# ---- design 1 ----
Figure 1. Clock routing (design 1).
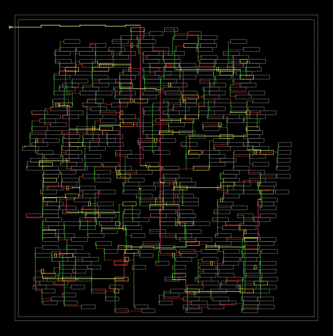

$ cat config.mk
export PLATFORM = sky130hd
export DESIGN_NAME = router_in_port
export DESIGN_NICKNAME = d
export VERILOG_FILES = /design/src/rtl/router_in_port.sv
export SDC_FILE = /design/constraint.sdc
export NUM_CORES = 1
export LEC_CHECK = 0
export CORE_AREA = 2 2 206 208
export DETAILED_ROUTE_END_ITERATION = 10
export DIE_AREA = 0 0 208 210
export GPL_ROUTABILITY_DRIVEN = 1
export PLACE_DENSITY = 0.57
export SLEW_MARGIN = 25
export SYNTH_ARGS = -nofsm -noshare
export SYNTH_HDL_FRONTEND = slang
export SYNTH_SLANG_ARGS = --single-unit
$ cat constraint.sdc
create_clock -name clk -period 3.4 [get_ports clk]
set_input_delay 0.85 -clock clk [delete_from_list [all_inputs] [get_ports clk]]
set_output_delay 0.85 -clock clk [all_outputs]
set_load 0.01 [all_outputs]
$ cat src/rtl/router_in_port.sv
// Router ingress port: frames sa/sa_valid packets, stages payload into a show-ahead FIFO toward the fabric.
// Optional packet/drop statistics are built only when ROUTER_IN_PORT_STATS_EN is defined.
`timescale 1ns/1ps
module router_in_port #(
  parameter int DEPTH       = 32,
  parameter int MAX_PAYLOAD = 16
) (
  input  logic        clk,
  input  logic        reset,
  input  logic [7:0]  sa,
  input  logic        sa_valid,
  output logic [7:0]  out_data,
  output logic [2:0]  out_dest,
  output logic        out_eop,
  output logic        out_valid,
  input  logic        out_ready,
  output logic [15:0] pkt_cnt,
  output logic [15:0] drop_cnt
);

  localparam int AW   = $clog2(DEPTH);
  localparam int PTRW = AW + 1;
  localparam int PW   = $clog2(MAX_PAYLOAD + 1);

  typedef enum logic [1:0] {
    IDLE = 2'd0,
    RECV = 2'd1,
    DROP = 2'd2
  } state_t;

  state_t            state_r;
  logic              sa_prev_r;
  logic [2:0]        dest_r;
  logic [7:0]        stage_data_r;
  logic              stage_valid_r;
  logic [PW-1:0]     pay_cnt_r;
  logic [PTRW-1:0]   wr_ptr_r;
  logic [PTRW-1:0]   rd_ptr_r;
  logic [11:0]       mem_r [DEPTH];

  logic [PTRW-1:0]   mem_cnt_s;
  logic [PTRW-1:0]   free_s;
  logic              admit_s;
  logic              pay_full_s;
  logic              wr_en_s;
  logic              wr_eop_s;
  logic              pkt_inc_s;
  logic              drop_inc_s;
  logic              load_s;

  // Admission looks at free space left after the staged byte lands.
  assign mem_cnt_s  = wr_ptr_r - rd_ptr_r;
  assign free_s     = PTRW'(DEPTH) - mem_cnt_s - PTRW'(stage_valid_r);
  assign admit_s    = (free_s >= PTRW'(MAX_PAYLOAD));
  assign pay_full_s = (pay_cnt_r == PW'(MAX_PAYLOAD));
  assign load_s     = (wr_ptr_r != rd_ptr_r) && (!out_valid || out_ready);

  // Decode the FIFO write and the statistics events for this edge.
  always_comb begin
    wr_en_s    = 1'b0;
    wr_eop_s   = 1'b0;
    pkt_inc_s  = 1'b0;
    drop_inc_s = 1'b0;
    case (state_r)
      IDLE: begin
        if (sa_valid && !sa_prev_r && !admit_s) begin
          drop_inc_s = 1'b1;
        end else begin
          drop_inc_s = 1'b0;
        end
      end
      RECV: begin
        if (sa_valid) begin
          if (pay_full_s) begin
            wr_en_s    = 1'b1;
            wr_eop_s   = 1'b1;
            pkt_inc_s  = 1'b1;
            drop_inc_s = 1'b1;
          end else begin
            wr_en_s    = stage_valid_r;
          end
        end else begin
          // A header with no payload leaves nothing staged and counts as a drop.
          wr_en_s    = stage_valid_r;
          wr_eop_s   = 1'b1;
          pkt_inc_s  = stage_valid_r;
          drop_inc_s = !stage_valid_r;
        end
      end
      DROP: begin
        wr_en_s = 1'b0;
      end
      default: begin
        wr_en_s = 1'b0;
      end
    endcase
  end

  // Framing FSM, staging register and FIFO write pointer.
  always_ff @(posedge clk or negedge reset) begin
    if (!reset) begin
      state_r       <= IDLE;
      sa_prev_r     <= 1'b1;
      dest_r        <= 3'd0;
      stage_data_r  <= 8'd0;
      stage_valid_r <= 1'b0;
      pay_cnt_r     <= '0;
      wr_ptr_r      <= '0;
    end else begin
      // sa_prev_r resets high so a packet already in flight at release is discarded.
      sa_prev_r <= sa_valid;
      case (state_r)
        IDLE: begin
          if (sa_valid) begin
            if (sa_prev_r) begin
              state_r <= DROP;
            end else if (admit_s) begin
              state_r   <= RECV;
              dest_r    <= {1'b0, sa[1:0]} + 3'd1;
              pay_cnt_r <= '0;
            end else begin
              state_r <= DROP;
            end
          end
        end
        RECV: begin
          if (sa_valid) begin
            if (pay_full_s) begin
              state_r       <= DROP;
              stage_valid_r <= 1'b0;
            end else begin
              stage_data_r  <= sa;
              stage_valid_r <= 1'b1;
              pay_cnt_r     <= pay_cnt_r + PW'(1);
            end
          end else begin
            stage_valid_r <= 1'b0;
            state_r       <= IDLE;
          end
        end
        DROP: begin
          if (!sa_valid) begin
            state_r <= IDLE;
          end
        end
        default: begin
          state_r <= IDLE;
        end
      endcase
      if (wr_en_s) begin
        wr_ptr_r <= wr_ptr_r + PTRW'(1);
      end
    end
  end

  // Payload storage, left unreset so it maps onto RAM.
  always_ff @(posedge clk) begin
    if (wr_en_s) begin
      mem_r[wr_ptr_r[AW-1:0]] <= {wr_eop_s, dest_r, stage_data_r};
    end
  end

  // Output register forms the FIFO head; it refills whenever it empties or is accepted.
  always_ff @(posedge clk or negedge reset) begin
    if (!reset) begin
      rd_ptr_r  <= '0;
      out_valid <= 1'b0;
      out_data  <= 8'd0;
      out_dest  <= 3'd0;
      out_eop   <= 1'b0;
    end else if (load_s) begin
      {out_eop, out_dest, out_data} <= mem_r[rd_ptr_r[AW-1:0]];
      out_valid <= 1'b1;
      rd_ptr_r  <= rd_ptr_r + PTRW'(1);
    end else if (out_valid && out_ready) begin
      out_valid <= 1'b0;
    end
  end

`ifdef ROUTER_IN_PORT_STATS_EN
  logic [15:0] pkt_cnt_r;
  logic [15:0] drop_cnt_r;

  // Saturating packet and drop counters.
  always_ff @(posedge clk or negedge reset) begin
    if (!reset) begin
      pkt_cnt_r  <= 16'd0;
      drop_cnt_r <= 16'd0;
    end else begin
      if (pkt_inc_s && (pkt_cnt_r != 16'hFFFF)) begin
        pkt_cnt_r <= pkt_cnt_r + 16'd1;
      end
      if (drop_inc_s && (drop_cnt_r != 16'hFFFF)) begin
        drop_cnt_r <= drop_cnt_r + 16'd1;
      end
    end
  end

  assign pkt_cnt  = pkt_cnt_r;
  assign drop_cnt = drop_cnt_r;
`else
  logic stats_unused_s;
  assign stats_unused_s = pkt_inc_s | drop_inc_s;
  assign pkt_cnt  = 16'd0;
  assign drop_cnt = 16'd0;
`endif

endmodule

# ---- design 2 ----
$ cat src/rtl/fix_sat_sched_pkg.sv
// Shared types and helpers for the round-robin saturation scheduler.
package fix_sat_sched_pkg;

    function automatic int id_w(input int n);
        return (n > 1) ? $clog2(n) : 1;
    endfunction

    localparam int DEF_OUT_W = 16;
    localparam int DEF_ID_W  = 2;

    // Entry layout for the default 16-bit, 4-requester configuration
    typedef struct packed {
        logic [DEF_OUT_W-1:0] data;
        logic [DEF_ID_W-1:0]  id;
        logic                 sat;
    } sat_entry_t;

endpackage

$ cat src/rtl/fix_sat.sv
// Two's-complement width converter with clipping and a fixed-latency pipe.
module fix_sat #(
    parameter int IN_WIDTH  = 32,
    parameter int OUT_WIDTH = 16,
    parameter int SAT_PIPE  = 1
) (
    input  logic                 clk,
    input  logic                 rst_n,
    input  logic [IN_WIDTH-1:0]  din,
    output logic [OUT_WIDTH-1:0] dout
);
    logic [OUT_WIDTH-1:0] sat_c;

    generate
        if (IN_WIDTH > OUT_WIDTH) begin : g_narrow
            logic [IN_WIDTH-OUT_WIDTH:0] top;
            logic                        ovf;
            assign top = din[IN_WIDTH-1:OUT_WIDTH-1];
            assign ovf = ~(&top) & (|top);
            always_comb begin
                if (ovf)
                    sat_c = din[IN_WIDTH-1] ? {1'b1, {(OUT_WIDTH-1){1'b0}}}
                                            : {1'b0, {(OUT_WIDTH-1){1'b1}}};
                else
                    sat_c = din[OUT_WIDTH-1:0];
            end
        end else begin : g_wide
            assign sat_c = {{(OUT_WIDTH-IN_WIDTH){din[IN_WIDTH-1]}}, din};
        end

        if (SAT_PIPE == 0) begin : g_comb
            assign dout = sat_c;
        end else begin : g_pipe
            logic [OUT_WIDTH-1:0] st [SAT_PIPE];
            always_ff @(posedge clk or negedge rst_n) begin
                if (!rst_n) begin
                    for (int i = 0; i < SAT_PIPE; i++) st[i] <= '0;
                end else begin
                    st[0] <= sat_c;
                    for (int i = 1; i < SAT_PIPE; i++) st[i] <= st[i-1];
                end
            end
            assign dout = st[SAT_PIPE-1];
        end
    endgenerate

endmodule

$ cat src/rtl/fix_sat_sched_rr_arb.sv
// N-way round-robin arbiter: one-hot grant searching upward from the pointer.
module rr_arb #(
    parameter int N  = 4,
    parameter int IW = 2
) (
    input  logic          clk,
    input  logic          rst,
    input  logic          en,
    input  logic [N-1:0]  req,
    output logic [N-1:0]  grant,
    output logic [IW-1:0] idx
);
    logic [IW-1:0] ptr;

    always_comb begin
        grant = '0;
        idx   = '0;
        for (int k = 0; k < N; k++) begin
            if (en && grant == '0 && req[(int'(ptr) + k) % N]) begin
                grant[(int'(ptr) + k) % N] = 1'b1;
                idx = IW'((int'(ptr) + k) % N);
            end
        end
    end

    always_ff @(posedge clk) begin
        if (rst)
            ptr <= '0;
        else if (|grant)
            ptr <= (idx == IW'(N-1)) ? '0 : idx + IW'(1);
    end

endmodule

$ cat src/rtl/fix_sat_sched.sv
// Shares one fix_sat datapath among N_REQ requesters with a credit-guarded FIFO.
module fix_sat_sched
    import fix_sat_sched_pkg::*;
#(
    parameter int N_REQ      = 4,
    parameter int IN_WIDTH   = 32,
    parameter int OUT_WIDTH  = 16,
    parameter int SAT_PIPE   = 1,
    parameter int FIFO_DEPTH = 4,
    parameter int CNT_WIDTH  = 16
) (
    input  logic                          clk,
    input  logic                          rst,
    input  logic [N_REQ-1:0]              req_valid,
    input  logic [N_REQ*IN_WIDTH-1:0]     req_data,
    output logic [N_REQ-1:0]              req_ready,
    output logic                          out_valid,
    input  logic                          out_ready,
    output logic [OUT_WIDTH-1:0]          out_data,
    output logic [id_w(N_REQ)-1:0]        out_id,
    output logic                          out_sat,
    output logic [N_REQ*CNT_WIDTH-1:0]    sat_cnt,
    input  logic [N_REQ-1:0]              cnt_clr
);
    localparam int ID_W = id_w(N_REQ);
    localparam int AW   = (FIFO_DEPTH > 1) ? $clog2(FIFO_DEPTH) : 1;
    localparam int CW   = $clog2(FIFO_DEPTH + 1) + 1;

    typedef struct packed {
        logic [OUT_WIDTH-1:0] data;
        logic [ID_W-1:0]      id;
        logic                 sat;
    } entry_t;

    logic [CW-1:0]        fifo_cnt, inflight;
    logic                 has_credit, issue, ovf;
    logic [N_REQ-1:0]     grant;
    logic [ID_W-1:0]      gidx;
    logic [IN_WIDTH-1:0]  sel_data;
    logic [OUT_WIDTH-1:0] sat_data;
    logic                 tail_vld, tail_sat, push, pop;
    logic [ID_W-1:0]      tail_id;
    entry_t               tail_e, head;

    // Pops only free credit on the following cycle since fifo_cnt is registered
    assign has_credit = (fifo_cnt + inflight) < CW'(FIFO_DEPTH);

    rr_arb #(.N(N_REQ), .IW(ID_W)) u_arb (
        .clk   (clk),
        .rst   (rst),
        .en    (has_credit & ~rst),
        .req   (req_valid),
        .grant (grant),
        .idx   (gidx)
    );

    assign req_ready = grant;
    assign issue     = |grant;
    assign sel_data  = req_data[int'(gidx)*IN_WIDTH +: IN_WIDTH];

    generate
        if (IN_WIDTH > OUT_WIDTH) begin : g_ovf
            logic [IN_WIDTH-OUT_WIDTH:0] top;
            assign top = sel_data[IN_WIDTH-1:OUT_WIDTH-1];
            assign ovf = ~(&top) & (|top);
        end else begin : g_no_ovf
            assign ovf = 1'b0;
        end
    endgenerate

    fix_sat #(
        .IN_WIDTH  (IN_WIDTH),
        .OUT_WIDTH (OUT_WIDTH),
        .SAT_PIPE  (SAT_PIPE)
    ) u_sat (
        .clk   (clk),
        .rst_n (1'b1),
        .din   (sel_data),
        .dout  (sat_data)
    );

    generate
        if (SAT_PIPE == 0) begin : g_tag_comb
            assign tail_vld = issue;
            assign tail_id  = gidx;
            assign tail_sat = ovf;
        end else begin : g_tag_pipe
            logic [SAT_PIPE-1:0] vld_q, sat_q;
            logic [ID_W-1:0]     id_q [SAT_PIPE];
            always_ff @(posedge clk) begin
                if (rst) begin
                    vld_q <= '0;
                    sat_q <= '0;
                    for (int i = 0; i < SAT_PIPE; i++) id_q[i] <= '0;
                end else begin
                    vld_q[0] <= issue;
                    sat_q[0] <= ovf;
                    id_q[0]  <= gidx;
                    for (int i = 1; i < SAT_PIPE; i++) begin
                        vld_q[i] <= vld_q[i-1];
                        sat_q[i] <= sat_q[i-1];
                        id_q[i]  <= id_q[i-1];
                    end
                end
            end
            assign tail_vld = vld_q[SAT_PIPE-1];
            assign tail_sat = sat_q[SAT_PIPE-1];
            assign tail_id  = id_q[SAT_PIPE-1];
        end
    endgenerate

    assign tail_e = '{data: sat_data, id: tail_id, sat: tail_sat};
    assign push   = tail_vld;

    entry_t          mem [FIFO_DEPTH];
    logic [AW-1:0]   wr_ptr, rd_ptr;

    function automatic logic [AW-1:0] nxt(input logic [AW-1:0] p);
        return (p == AW'(FIFO_DEPTH-1)) ? '0 : p + AW'(1);
    endfunction

    always_ff @(posedge clk) begin
        if (push) mem[wr_ptr] <= tail_e;
    end

    always_ff @(posedge clk) begin
        if (rst) begin
            wr_ptr   <= '0;
            rd_ptr   <= '0;
            fifo_cnt <= '0;
            inflight <= '0;
        end else begin
            if (push) wr_ptr <= nxt(wr_ptr);
            if (pop)  rd_ptr <= nxt(rd_ptr);
            fifo_cnt <= fifo_cnt + CW'(push) - CW'(pop);
            inflight <= inflight + CW'(issue) - CW'(push);
        end
    end

    assign head      = mem[rd_ptr];
    assign out_valid = (fifo_cnt != '0);
    assign pop       = out_valid & out_ready;
    assign out_data  = out_valid ? head.data : '0;
    assign out_id    = out_valid ? head.id   : '0;
    assign out_sat   = out_valid & head.sat;

    logic [CNT_WIDTH-1:0] cnt [N_REQ];

    // A clear beats a same-cycle increment
    always_ff @(posedge clk) begin
        if (rst) begin
            for (int i = 0; i < N_REQ; i++) cnt[i] <= '0;
        end else begin
            for (int i = 0; i < N_REQ; i++) begin
                if (cnt_clr[i])
                    cnt[i] <= '0;
                else if (pop && out_sat && out_id == ID_W'(i) && ~&cnt[i])
                    cnt[i] <= cnt[i] + CNT_WIDTH'(1);
            end
        end
    end

    generate
        for (genvar g = 0; g < N_REQ; g++) begin : g_cnt
            assign sat_cnt[g*CNT_WIDTH +: CNT_WIDTH] = cnt[g];
        end
    endgenerate

endmodule

$ cat config.mk
export PLATFORM = sky130hd
export DESIGN_NAME = fix_sat_sched
export DESIGN_NICKNAME = d
export VERILOG_FILES = /design/src/rtl/fix_sat_sched_pkg.sv /design/src/rtl/fix_sat.sv /design/src/rtl/fix_sat_sched_rr_arb.sv /design/src/rtl/fix_sat_sched.sv
export SDC_FILE = /design/constraint.sdc
export NUM_CORES = 1
export LEC_CHECK = 0
export CAP_MARGIN = 15
export CORE_ASPECT_RATIO = 1.2
export CORE_MARGIN = 2
export CORE_UTILIZATION = 55
export CTS_BUF_LIST = sky130_fd_sc_hd__clkbuf_4
export DETAILED_ROUTE_END_ITERATION = 8
export MAX_ROUTING_LAYER = met4
export PLACE_DENSITY = 0.87
export SLEW_MARGIN = 10
export SYNTH_ARGS = -nofsm -noshare
export SYNTH_HDL_FRONTEND = slang
export SYNTH_SLANG_ARGS = --single-unit
$ cat constraint.sdc
create_clock -name clk -period 10.2 [get_ports clk]
set_clock_uncertainty 0.1 [all_clocks]
set_input_delay 2.04 -clock clk [delete_from_list [all_inputs] [get_ports clk]]
set_output_delay 2.04 -clock clk [all_outputs]
set_load 0.02 [all_outputs]
Figure 2. Clock routing (design 2).
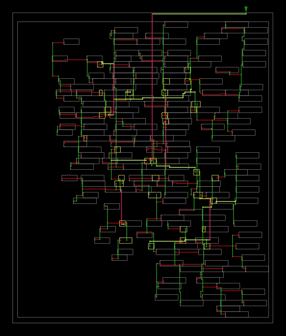
Insertion Delay late pin: 0.57 ns
registers: 176
CTS Buf Count: 17

==> flow_summary.toml, design 2 <==
# yosys + openroad results
[drt]
drt-total-wl_um = 22800

[final_timing]
worstMarginPinSlew_ns = 1.04
max_slew_margin_pct = 30.4
setup_viol_count_final = 0
fin_crit_sh_pct = 75.8

[power]
p_comb_share_pct = 44.8
comb-power_w = 0.00113

[cells_and_area]
nonClkBufAreaFrac_pct = 18.8
layout_top_cells = "226 x clkdlybuf4s50_1, 140 x edfxtp_1, 133 x nand2_1, 113 x nor2_1, 60 x nand3_1"
layout-drive-gt1-share_pct = 6.42
largest_register_ffs = 76

[synth]
syn_inst = 900

[clock_tree]
clock_path_buffers = 2
cts_tree = "yes"

[status]
outcome = "finished clean"

[critical_path]
reg2regPathDepth = 15
reg2reg_to = "u_sat.dout[12]"

[global_route]
grt_max_degree = 55
use_met1_pct = 30.4
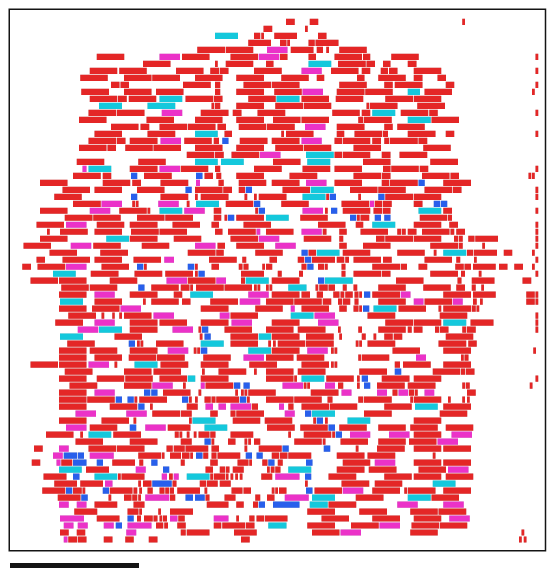
Figure 3: design 1, cell sizes after repair.
Scale bar: 50 µm.
[blue] _3 and _4 cells | cells: 76
[red] _0 and _1 cells | cells: 851
[cyan] _6 and larger | cells: 57
[magenta] _2 cells | cells: 104
Non-Clock Buffer Count: 95
Layout area overhead: 14.9%
Final Instance Area: 19,900 µm²
worst setup margin: 0.654 ns

## Picture notes: Figure 1
CTS Buf Count: 45
Insertion Delay late pin: 0.55 ns

==> flow_summary.toml, design 1 <==
# yosys + openroad results
[critical_path]
cp_slowest_cell = "dfrtp_1"
critPathKind = "reg2reg"
endpoint = "dest_r[1]"

[floorplan]
core.rowCount = 75

[global_route]
use_met1_pct = 25.1
antenna_found_initial = 0

[cells_and_area]
nonClkBufAreaFrac_pct = 4.06
ff_latch_area_um2 = 12700
largest_register_ffs = 384

[status]
outcome = "finished clean"

[power]
switching_share_pct = 32.6

[clock_tree]
clk_pin_slew_ns = 0.06
clock_path_buffers = 3

[place]
placed_area_um2 = 18400

[drt]
num_vias = 8730

# ---- design 3 ----
Figure 4. Clock routing (design 3).
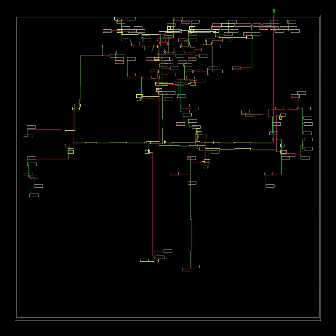

--- config.mk ---
export PLATFORM = sky130hd
export DESIGN_NAME = cd_weight_update_flat
export DESIGN_NICKNAME = d
export VERILOG_FILES = /design/src/rtl/rbm_pkg.sv /design/src/rtl/cd_weight_update_if.sv /design/src/rtl/cd_delta_pipe.sv /design/src/rtl/cd_weight_update.sv /design/src/flat_wrapper.sv
export SDC_FILE = /design/constraint.sdc
export NUM_CORES = 2
export LEC_CHECK = 0
export ABC_AREA = 1
export CAP_MARGIN = 20
export CORE_UTILIZATION = 40
export CTS_BUF_LIST = sky130_fd_sc_hd__clkbuf_2 sky130_fd_sc_hd__clkbuf_4 sky130_fd_sc_hd__clkbuf_8
export DETAILED_ROUTE_END_ITERATION = 10
export PLACE_DENSITY = 0.6
export SETUP_SLACK_MARGIN = 0.02
export SLEW_MARGIN = 20
export SYNTH_ARGS = -nofsm -noshare
export SYNTH_HDL_FRONTEND = slang
export SYNTH_SLANG_ARGS = --single-unit
--- constraint.sdc ---
create_clock -name clk -period 13.2 [get_ports clk]
set_input_delay 2.64 -clock clk [delete_from_list [all_inputs] [get_ports clk]]
set_output_delay 2.64 -clock clk [all_outputs]
set_load 0.05 [all_outputs]
--- src/rtl/rbm_pkg.sv ---
// Shared widths, alignment constant and sweep FSM state type for the RBM weight-update path.
package rbm_pkg;
  localparam int unsigned ACC_W       = 32;              // Q7.23 accumulator
  localparam int unsigned W_W         = 16;              // Q3.12 weight
  localparam int unsigned LR_W        = 16;              // Q0.16 learning rate
  localparam int unsigned DIFF_W      = ACC_W + 1;       // Q8.23
  localparam int unsigned PROD_W      = DIFF_W + LR_W + 1; // Q9.39
  localparam int unsigned SUM_W       = PROD_W + 1;
  localparam int unsigned ALIGN_SHIFT = 27;              // Q*.39 -> Q*.12

  typedef enum logic [2:0] {
    StIdle,
    StRun,
    StDrain,
    StClr,
    StFin
  } state_e;
endpackage

--- src/rtl/cd_weight_update_if.sv ---
// Accumulator-bank and weight-RAM port bundle seen by the weight-update engine.
interface cd_weight_update_if #(
  parameter int unsigned AW = 12
);
  import rbm_pkg::*;

  logic              acc_rd_en;
  logic [AW-1:0]     acc_addr;
  logic [ACC_W-1:0]  acc_pos_q;
  logic [ACC_W-1:0]  acc_neg_q;
  logic              acc_clr;
  logic              w_rd_en;
  logic [AW-1:0]     w_raddr;
  logic [W_W-1:0]    w_rdata;
  logic              w_we;
  logic [AW-1:0]     w_waddr;
  logic [W_W-1:0]    w_wdata;

  modport master (
    output acc_rd_en, acc_addr, acc_clr, w_rd_en, w_raddr, w_we, w_waddr, w_wdata,
    input  acc_pos_q, acc_neg_q, w_rdata
  );

  modport slave (
    input  acc_rd_en, acc_addr, acc_clr, w_rd_en, w_raddr, w_we, w_waddr, w_wdata,
    output acc_pos_q, acc_neg_q, w_rdata
  );
endinterface

--- src/rtl/cd_delta_pipe.sv ---
// dW = lr*(pos-neg)/2^batch_shift datapath: tag, multiply, shift/add/clamp stages.
module cd_delta_pipe
  import rbm_pkg::*;
#(
  parameter int unsigned AW = 12
) (
  input  logic             clk,
  input  logic             rst,
  input  logic             rd_valid,
  input  logic [AW-1:0]    rd_addr,
  input  logic [LR_W-1:0]  lr,
  input  logic [3:0]       batch_shift,
  input  logic [ACC_W-1:0] pos,
  input  logic [ACC_W-1:0] neg,
  input  logic [W_W-1:0]   w_old,
  output logic             w_we,
  output logic [AW-1:0]    w_waddr,
  output logic [W_W-1:0]   w_wdata,
  output logic             sat
);
  // Tag of the read whose data returns this cycle.
  logic                     ret_valid_q;
  logic [AW-1:0]            ret_addr_q;
  logic                     s1_valid_q;
  logic [AW-1:0]            s1_addr_q;
  logic signed [PROD_W-1:0] s1_prod_q;
  logic [W_W-1:0]           s1_w_q;
  logic                     we_q;
  logic [AW-1:0]            waddr_q;
  logic [W_W-1:0]           wdata_q;
  logic                     sat_q;

  logic signed [DIFF_W-1:0] diff;
  logic signed [PROD_W-1:0] prod;
  logic signed [PROD_W-1:0] delta;
  logic signed [SUM_W-1:0]  sum;
  logic [SUM_W-W_W:0]       sum_hi;
  logic [W_W-1:0]           wnew;
  logic                     clamp;

  always_comb begin
    diff  = $signed({pos[ACC_W-1], pos}) - $signed({neg[ACC_W-1], neg});
    prod  = PROD_W'(diff) * PROD_W'($signed({1'b0, lr}));
    delta = (s1_prod_q >>> batch_shift) >>> ALIGN_SHIFT;
    sum   = SUM_W'(delta) + SUM_W'($signed(s1_w_q));
    // Sum fits in W_W bits only when all bits above the weight sign bit agree.
    sum_hi = sum[SUM_W-1:W_W-1];
    clamp  = (sum_hi != '0) && (sum_hi != '1);
    wnew   = sum[W_W-1:0];
    if (clamp) wnew = sum[SUM_W-1] ? 16'h8000 : 16'h7FFF;
  end

  always_ff @(posedge clk) begin
    if (rst) begin
      ret_valid_q <= 1'b0;
      ret_addr_q  <= '0;
      s1_valid_q  <= 1'b0;
      s1_addr_q   <= '0;
      s1_prod_q   <= '0;
      s1_w_q      <= '0;
      we_q        <= 1'b0;
      waddr_q     <= '0;
      wdata_q     <= '0;
      sat_q       <= 1'b0;
    end else begin
      ret_valid_q <= rd_valid;
      ret_addr_q  <= rd_addr;
      s1_valid_q  <= ret_valid_q;
      s1_addr_q   <= ret_addr_q;
      s1_prod_q   <= prod;
      s1_w_q      <= w_old;
      we_q        <= s1_valid_q;
      waddr_q     <= s1_addr_q;
      wdata_q     <= wnew;
      sat_q       <= s1_valid_q & clamp;
    end
  end

  assign w_we    = we_q;
  assign w_waddr = waddr_q;
  assign w_wdata = wdata_q;
  assign sat     = sat_q;
endmodule

--- src/rtl/cd_weight_update.sv ---
// Sweeps every accumulator entry once per CD batch and read-modify-writes the weight RAM.
module cd_weight_update
  import rbm_pkg::*;
#(
  parameter int unsigned I_TILE = 64,
  parameter int unsigned H_TILE = 64
) (
  input  logic            clk,
  input  logic            rst,
  input  logic            start,
  input  logic [LR_W-1:0] lr,
  input  logic [3:0]      batch_shift,
  input  logic            clear_acc,
  output logic            busy,
  output logic            done,
  output logic [15:0]     sat_count,
  cd_weight_update_if.master bus
);
  localparam int unsigned N  = I_TILE * H_TILE;
  localparam int unsigned AW = $clog2(N);

  state_e          state_q, state_d;
  logic [AW-1:0]   addr_q, addr_d;
  logic [1:0]      drain_q, drain_d;
  logic [LR_W-1:0] lr_q, lr_d;
  logic [3:0]      shift_q, shift_d;
  logic            clr_q, clr_d;
  logic [15:0]     sat_q, sat_d;

  logic            pipe_we;
  logic [AW-1:0]   pipe_waddr;
  logic [W_W-1:0]  pipe_wdata;
  logic            pipe_sat;

  always_comb begin
    state_d = state_q;
    addr_d  = addr_q;
    drain_d = drain_q;
    lr_d    = lr_q;
    shift_d = shift_q;
    clr_d   = clr_q;
    sat_d   = sat_q;
    if (pipe_we && pipe_sat && (sat_q != 16'hFFFF)) sat_d = sat_q + 16'd1;
    unique case (state_q)
      StIdle: begin
        if (start) begin
          state_d = StRun;
          addr_d  = '0;
          lr_d    = lr;
          shift_d = batch_shift;
          clr_d   = clear_acc;
          sat_d   = '0;
        end
      end
      StRun: begin
        addr_d = addr_q + 1'b1;
        if (addr_q == AW'(N - 1)) begin
          state_d = StDrain;
          addr_d  = '0;
          drain_d = '0;
        end
      end
      StDrain: begin
        // Three cycles covers the return + two pipeline stages of the last read.
        drain_d = drain_q + 2'd1;
        if (drain_q == 2'd2) state_d = clr_q ? StClr : StFin;
      end
      StClr:   state_d = StFin;
      StFin:   state_d = StIdle;
      default: state_d = StIdle;
    endcase
  end

  always_ff @(posedge clk) begin
    if (rst) begin
      state_q <= StIdle;
      addr_q  <= '0;
      drain_q <= '0;
      lr_q    <= '0;
      shift_q <= '0;
      clr_q   <= 1'b0;
      sat_q   <= '0;
    end else begin
      state_q <= state_d;
      addr_q  <= addr_d;
      drain_q <= drain_d;
      lr_q    <= lr_d;
      shift_q <= shift_d;
      clr_q   <= clr_d;
      sat_q   <= sat_d;
    end
  end

  cd_delta_pipe #(
    .AW(AW)
  ) u_pipe (
    .clk         (clk),
    .rst         (rst),
    .rd_valid    (state_q == StRun),
    .rd_addr     (addr_q),
    .lr          (lr_q),
    .batch_shift (shift_q),
    .pos         (bus.acc_pos_q),
    .neg         (bus.acc_neg_q),
    .w_old       (bus.w_rdata),
    .w_we        (pipe_we),
    .w_waddr     (pipe_waddr),
    .w_wdata     (pipe_wdata),
    .sat         (pipe_sat)
  );

  assign busy          = (state_q == StRun) || (state_q == StDrain) || (state_q == StClr);
  assign done          = (state_q == StFin);
  assign sat_count     = sat_q;
  assign bus.acc_rd_en = (state_q == StRun);
  assign bus.w_rd_en   = (state_q == StRun);
  assign bus.acc_addr  = addr_q;
  assign bus.w_raddr   = addr_q;
  assign bus.acc_clr   = (state_q == StClr);
  assign bus.w_we      = pipe_we;
  assign bus.w_waddr   = pipe_waddr;
  assign bus.w_wdata   = pipe_wdata;
endmodule
--- src/flat_wrapper.sv ---
// flat-port wrapper written by rule: the top's interface ports become plain ports
module cd_weight_update_flat import rbm_pkg::*;
#(
  parameter int unsigned I_TILE = 64,
  parameter int unsigned H_TILE = 64
)
  (clk, rst, start, lr, batch_shift, clear_acc, busy, done, sat_count, bus_acc_rd_en, bus_acc_addr, bus_acc_clr, bus_w_rd_en, bus_w_raddr, bus_w_we, bus_w_waddr, bus_w_wdata, bus_acc_pos_q, bus_acc_neg_q, bus_w_rdata);
  cd_weight_update_if bus_i ();
  input  logic clk;
  input  logic rst;
  input  logic start;
  input  logic [LR_W-1:0] lr;
  input  logic [3:0] batch_shift;
  input  logic clear_acc;
  output logic busy;
  output logic done;
  output logic [15:0] sat_count;
  output wire logic [$bits(bus_i.acc_rd_en)-1:0] bus_acc_rd_en;
  output wire logic [$bits(bus_i.acc_addr)-1:0] bus_acc_addr;
  output wire logic [$bits(bus_i.acc_clr)-1:0] bus_acc_clr;
  output wire logic [$bits(bus_i.w_rd_en)-1:0] bus_w_rd_en;
  output wire logic [$bits(bus_i.w_raddr)-1:0] bus_w_raddr;
  output wire logic [$bits(bus_i.w_we)-1:0] bus_w_we;
  output wire logic [$bits(bus_i.w_waddr)-1:0] bus_w_waddr;
  output wire logic [$bits(bus_i.w_wdata)-1:0] bus_w_wdata;
  input wire logic [$bits(bus_i.acc_pos_q)-1:0] bus_acc_pos_q;
  input wire logic [$bits(bus_i.acc_neg_q)-1:0] bus_acc_neg_q;
  input wire logic [$bits(bus_i.w_rdata)-1:0] bus_w_rdata;
  assign bus_acc_rd_en = bus_i.acc_rd_en;
  assign bus_acc_addr = bus_i.acc_addr;
  assign bus_acc_clr = bus_i.acc_clr;
  assign bus_w_rd_en = bus_i.w_rd_en;
  assign bus_w_raddr = bus_i.w_raddr;
  assign bus_w_we = bus_i.w_we;
  assign bus_w_waddr = bus_i.w_waddr;
  assign bus_w_wdata = bus_i.w_wdata;
  assign bus_i.acc_pos_q = bus_acc_pos_q;
  assign bus_i.acc_neg_q = bus_acc_neg_q;
  assign bus_i.w_rdata = bus_w_rdata;
  cd_weight_update #(.I_TILE(I_TILE), .H_TILE(H_TILE)) u_core (.clk(clk), .rst(rst), .start(start), .lr(lr), .batch_shift(batch_shift), .clear_acc(clear_acc), .busy(busy), .done(done), .sat_count(sat_count), .bus(bus_i));
endmodule
# ---- design 4 ----
--- src/rtl/led_shift_driver_if.sv ---
// Serial LED chain bundle: parallel pattern in, 74HC595-style sclk/sdata/latch out
// plus frame status.
interface led_shift_driver_if #(
  parameter int unsigned WIDTH = 16
);
  logic [WIDTH-1:0] led_in;
  logic             sclk;
  logic             sdata;
  logic             latch;
  logic             busy;
  logic             done;

  modport master (
    input  led_in,
    output sclk,
    output sdata,
    output latch,
    output busy,
    output done
  );

  modport slave (
    output led_in,
    input  sclk,
    input  sdata,
    input  latch,
    input  busy,
    input  done
  );
endinterface

--- src/rtl/led_shift_driver.sv ---
// Serialises a WIDTH-bit LED pattern MSB first into an external latching shift
// register chain; a frame is sent after reset and whenever the pattern changes.
module led_shift_driver #(
  parameter int unsigned WIDTH   = 16,
  parameter int unsigned CLK_DIV = 4
) (
  input logic               clk,
  input logic               rst,
  led_shift_driver_if.master drv
);

  localparam int unsigned DIV_W = (CLK_DIV > 1) ? $clog2(CLK_DIV) : 1;
  localparam int unsigned BIT_W = (WIDTH > 1) ? $clog2(WIDTH) : 1;
  localparam logic [DIV_W-1:0] DIV_LAST = DIV_W'(CLK_DIV - 1);
  localparam logic [BIT_W-1:0] BIT_MSB  = BIT_W'(WIDTH - 1);

  typedef enum logic [1:0] {
    IDLE     = 2'd0,
    SHIFT_LO = 2'd1,
    SHIFT_HI = 2'd2,
    LATCH    = 2'd3
  } state_e;

  state_e           state_q, state_d;
  logic [DIV_W-1:0] div_q, div_d;
  logic [BIT_W-1:0] bit_idx_q, bit_idx_d;
  logic [WIDTH-1:0] shadow_q, shadow_d;
  logic [WIDTH-1:0] last_q, last_d;
  logic             init_q, init_d;
  logic             sclk_q, sclk_d;
  logic             sdata_q, sdata_d;
  logic             latch_q, latch_d;
  logic             busy_q, busy_d;
  logic             done_q, done_d;
  logic             div_end;

  // State and output registers; reset aborts any frame and forces a resend
  always_ff @(posedge clk or posedge rst) begin
    if (rst) begin
      state_q   <= IDLE;
      div_q     <= '0;
      bit_idx_q <= '0;
      shadow_q  <= '0;
      last_q    <= '0;
      init_q    <= 1'b1;
      sclk_q    <= 1'b0;
      sdata_q   <= 1'b0;
      latch_q   <= 1'b0;
      busy_q    <= 1'b0;
      done_q    <= 1'b0;
    end else begin
      state_q   <= state_d;
      div_q     <= div_d;
      bit_idx_q <= bit_idx_d;
      shadow_q  <= shadow_d;
      last_q    <= last_d;
      init_q    <= init_d;
      sclk_q    <= sclk_d;
      sdata_q   <= sdata_d;
      latch_q   <= latch_d;
      busy_q    <= busy_d;
      done_q    <= done_d;
    end
  end

  assign div_end = (div_q == DIV_LAST);

  // Next-state and next-output logic
  always_comb begin
    state_d   = state_q;
    div_d     = div_q;
    bit_idx_d = bit_idx_q;
    shadow_d  = shadow_q;
    last_d    = last_q;
    init_d    = init_q;
    sclk_d    = sclk_q;
    sdata_d   = sdata_q;
    latch_d   = latch_q;
    busy_d    = busy_q;
    done_d    = 1'b0;

    case (state_q)
      IDLE: begin
        sclk_d  = 1'b0;
        sdata_d = 1'b0;
        latch_d = 1'b0;
        busy_d  = 1'b0;
        if ((drv.led_in != last_q) || init_q) begin
          shadow_d  = drv.led_in;
          last_d    = drv.led_in;
          init_d    = 1'b0;
          sdata_d   = drv.led_in[WIDTH-1];
          busy_d    = 1'b1;
          div_d     = '0;
          bit_idx_d = BIT_MSB;
          state_d   = SHIFT_LO;
        end
      end
      SHIFT_LO: begin
        if (div_end) begin
          div_d   = '0;
          sclk_d  = 1'b1;
          state_d = SHIFT_HI;
        end else begin
          div_d = div_q + DIV_W'(1);
        end
      end
      SHIFT_HI: begin
        if (div_end) begin
          div_d  = '0;
          sclk_d = 1'b0;
          // Data only moves on the falling sclk edge so the chain sees stable setup
          if (bit_idx_q != '0) begin
            bit_idx_d = bit_idx_q - BIT_W'(1);
            sdata_d   = shadow_q[bit_idx_q - BIT_W'(1)];
            state_d   = SHIFT_LO;
          end else begin
            sdata_d = 1'b0;
            latch_d = 1'b1;
            state_d = LATCH;
          end
        end else begin
          div_d = div_q + DIV_W'(1);
        end
      end
      LATCH: begin
        if (div_end) begin
          div_d   = '0;
          latch_d = 1'b0;
          busy_d  = 1'b0;
          done_d  = 1'b1;
          state_d = IDLE;
        end else begin
          div_d = div_q + DIV_W'(1);
        end
      end
      default: state_d = IDLE;
    endcase
  end

  assign drv.sclk  = sclk_q;
  assign drv.sdata = sdata_q;
  assign drv.latch = latch_q;
  assign drv.busy  = busy_q;
  assign drv.done  = done_q;

endmodule

--- src/flat_wrapper.sv ---
// flat-port wrapper written by rule: the top's interface ports become plain ports
module led_shift_driver_flat 
#(
  parameter int unsigned WIDTH   = 16,
  parameter int unsigned CLK_DIV = 4
)
  (clk, rst, drv_led_in, drv_sclk, drv_sdata, drv_latch, drv_busy, drv_done);
  led_shift_driver_if #(.WIDTH(WIDTH)) drv_i ();
  input logic clk;
  input logic rst;
  input wire logic [$bits(drv_i.led_in)-1:0] drv_led_in;
  output wire logic [$bits(drv_i.sclk)-1:0] drv_sclk;
  output wire logic [$bits(drv_i.sdata)-1:0] drv_sdata;
  output wire logic [$bits(drv_i.latch)-1:0] drv_latch;
  output wire logic [$bits(drv_i.busy)-1:0] drv_busy;
  output wire logic [$bits(drv_i.done)-1:0] drv_done;
  assign drv_i.led_in = drv_led_in;
  assign drv_sclk = drv_i.sclk;
  assign drv_sdata = drv_i.sdata;
  assign drv_latch = drv_i.latch;
  assign drv_busy = drv_i.busy;
  assign drv_done = drv_i.done;
  led_shift_driver #(.WIDTH(WIDTH), .CLK_DIV(CLK_DIV)) u_core (.clk(clk), .rst(rst), .drv(drv_i));
endmodule
--- config.mk ---
export PLATFORM = sky130hd
export DESIGN_NAME = led_shift_driver_flat
export DESIGN_NICKNAME = d
export VERILOG_FILES = /design/src/rtl/led_shift_driver_if.sv /design/src/rtl/led_shift_driver.sv /design/src/flat_wrapper.sv
export SDC_FILE = /design/constraint.sdc
export NUM_CORES = 1
export LEC_CHECK = 0
export ABC_CLOCK_PERIOD_IN_PS = 3100
export CORE_UTILIZATION = 51
export CTS_CLUSTER_SIZE = 28
export DETAILED_ROUTE_END_ITERATION = 8
export GPL_ROUTABILITY_DRIVEN = 0
export MAX_ROUTING_LAYER = met4
export PLACE_DENSITY_LB_ADDON = 0.1
export SLEW_MARGIN = 20
export SYNTH_ARGS = -nofsm -noshare
export SYNTH_HDL_FRONTEND = slang
export SYNTH_SLANG_ARGS = --single-unit
export TNS_END_PERCENT = 5
--- constraint.sdc ---
create_clock -name clk -period 3.1 [get_ports clk]
set_input_delay 0.465 -clock clk [delete_from_list [all_inputs] [get_ports clk]]
set_output_delay 0.465 -clock clk [all_outputs]
set_load 0.02 [all_outputs]
Figure 5. Where the registers sit (design 4).
Scale bar: 20 µm. Other sequential cells in the stronger grey, the rest of the logic in the fainter grey.
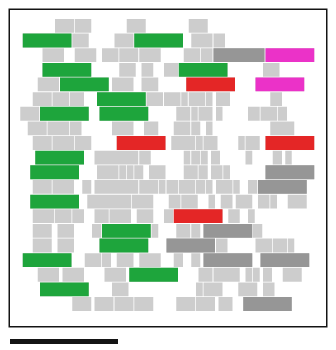
[green] u_core.shadow_q | flops: 16
[magenta] u_core.div_q | flops: 2
[red] u_core.bit_idx_q | flops: 4

==> flow_summary.toml, design 4 <==
# yosys + openroad results
[status]
outcome = "finished clean"

[floorplan]
core.rowCount = 20
core_area_um2 = 3050

[cells_and_area]
top_regs = "u_core.shadow_q (16), u_core.bit_idx_q (4)"
largest_register_ffs = 16
layout_top_cells = "29 x dfrtp_1, 22 x clkdlybuf4s50_1, 17 x mux2_2, 13 x nand2_1, 12 x xor2_1"
stdcell_area_um2 = 1970
clkCellAreaFrac_pct = 3.05

[global_route]
grt_max_degree = 31
met2_usage_pct = 35.5

[synth]
synth-adder-area-share_pct = 1.53

[flow_run]
warning_count = 26

[clock_tree]
clock_path_buffers = 2

[drt]
num_vias = 1226

[place]
hpwl_um = 2310
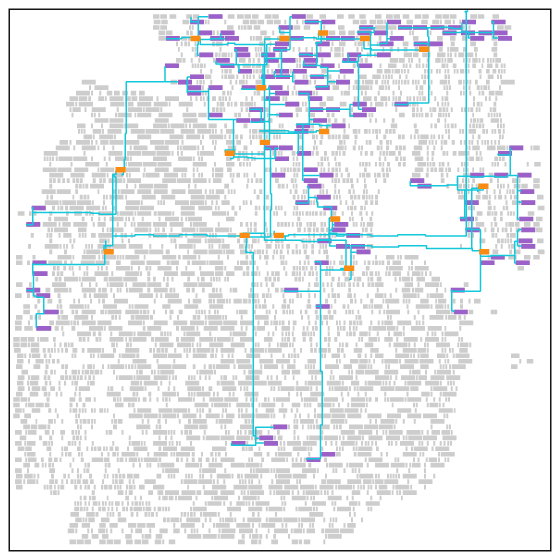
Figure 6: design 3, routed clock nets over the placement.
[purple] flip-flops | count: 149
[orange] clock drivers | count: 17
[cyan] clock wires | length: 2,660 µm
routed clock nets: 18

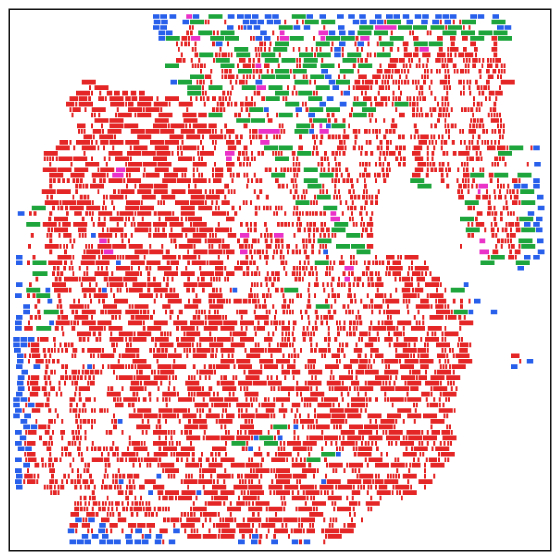
Figure 7: design 3, placement by cell class.
[green] flops | cells: 149
[magenta] clock drivers and dummy loads | cells: 32
[blue] other buffers and delay cells | cells: 203
[red] combinational and other logic | cells: 3,555
Site Rows: 97
Placeable Area: 70,100 µm²
fin util: 44.7%

About Figure 4:
Insertion Delay late pin: 0.54 ns

==> flow_summary.toml, design 3 <==
# yosys + openroad results
[status]
outcome = "finished clean"

[place]
routabilityCongestion = 0.977
dp_cells = 4847
hpwl_um = 70900

[final_timing]
timing.final.crit_period_ns = 10.91
hold_viol_final = 0

[clock_tree]
cts_root_buffer = "clkbuf_8"
numCtsBuffers = 17

[synth]
yosysWarnings = 0
logic_family = "adder cells"

[cells_and_area]
antenna_cells = 1
nonClkBufAreaFrac_pct = 6.26
buffers = 203
layout-drive-gt1-share_pct = 4.09
inverters = 943
clkCellAreaFrac_pct = 1.31

[critical_path]
critPathCaptureType = "flip-flop"
cp_slowest_cell = "fa_1"
reg2regPathDepth = 21

==> gallery <==
Cell sizes after repair.
picture 1
Scale bar: 100 µm.
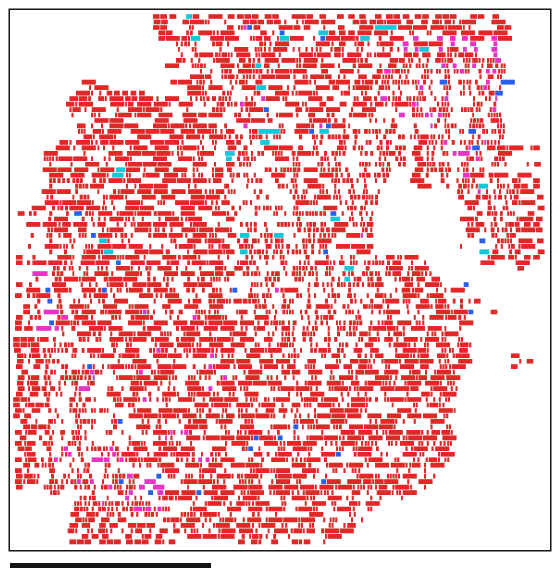
picture 2
Scale bar: 20 µm.
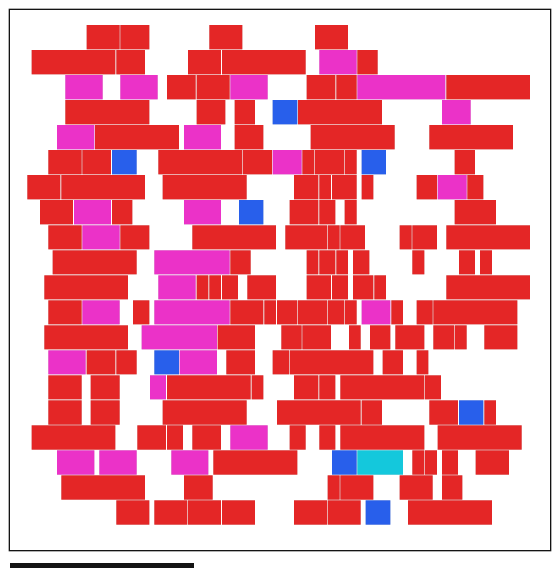
Of these, largest die: picture 1
Of these, most cells: picture 1
- picture 2 = design 4
- picture 1 = design 3



==> notes/layouts.md <==
Pictures saved along the way, in no particular order.

Where the registers sit.
panel A
Scale bar: 50 µm. Other sequential cells in the stronger grey, the rest of the logic in the fainter grey.
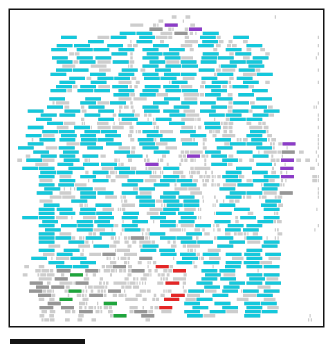
panel B
Scale bar: 20 µm. Other sequential cells in the stronger grey, the rest of the logic in the fainter grey.
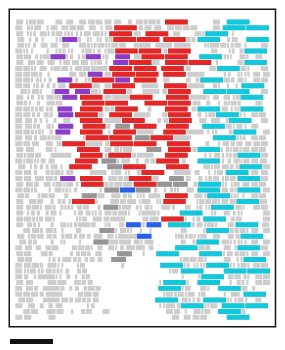
panel C
Scale bar: 100 µm. Other sequential cells in the stronger grey, the rest of the logic in the fainter grey.
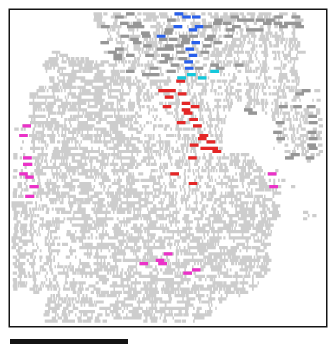
panel C: design 3
panel A: design 1
panel B: design 2

No activity file was given, so power comes from the tool's default toggle rates.
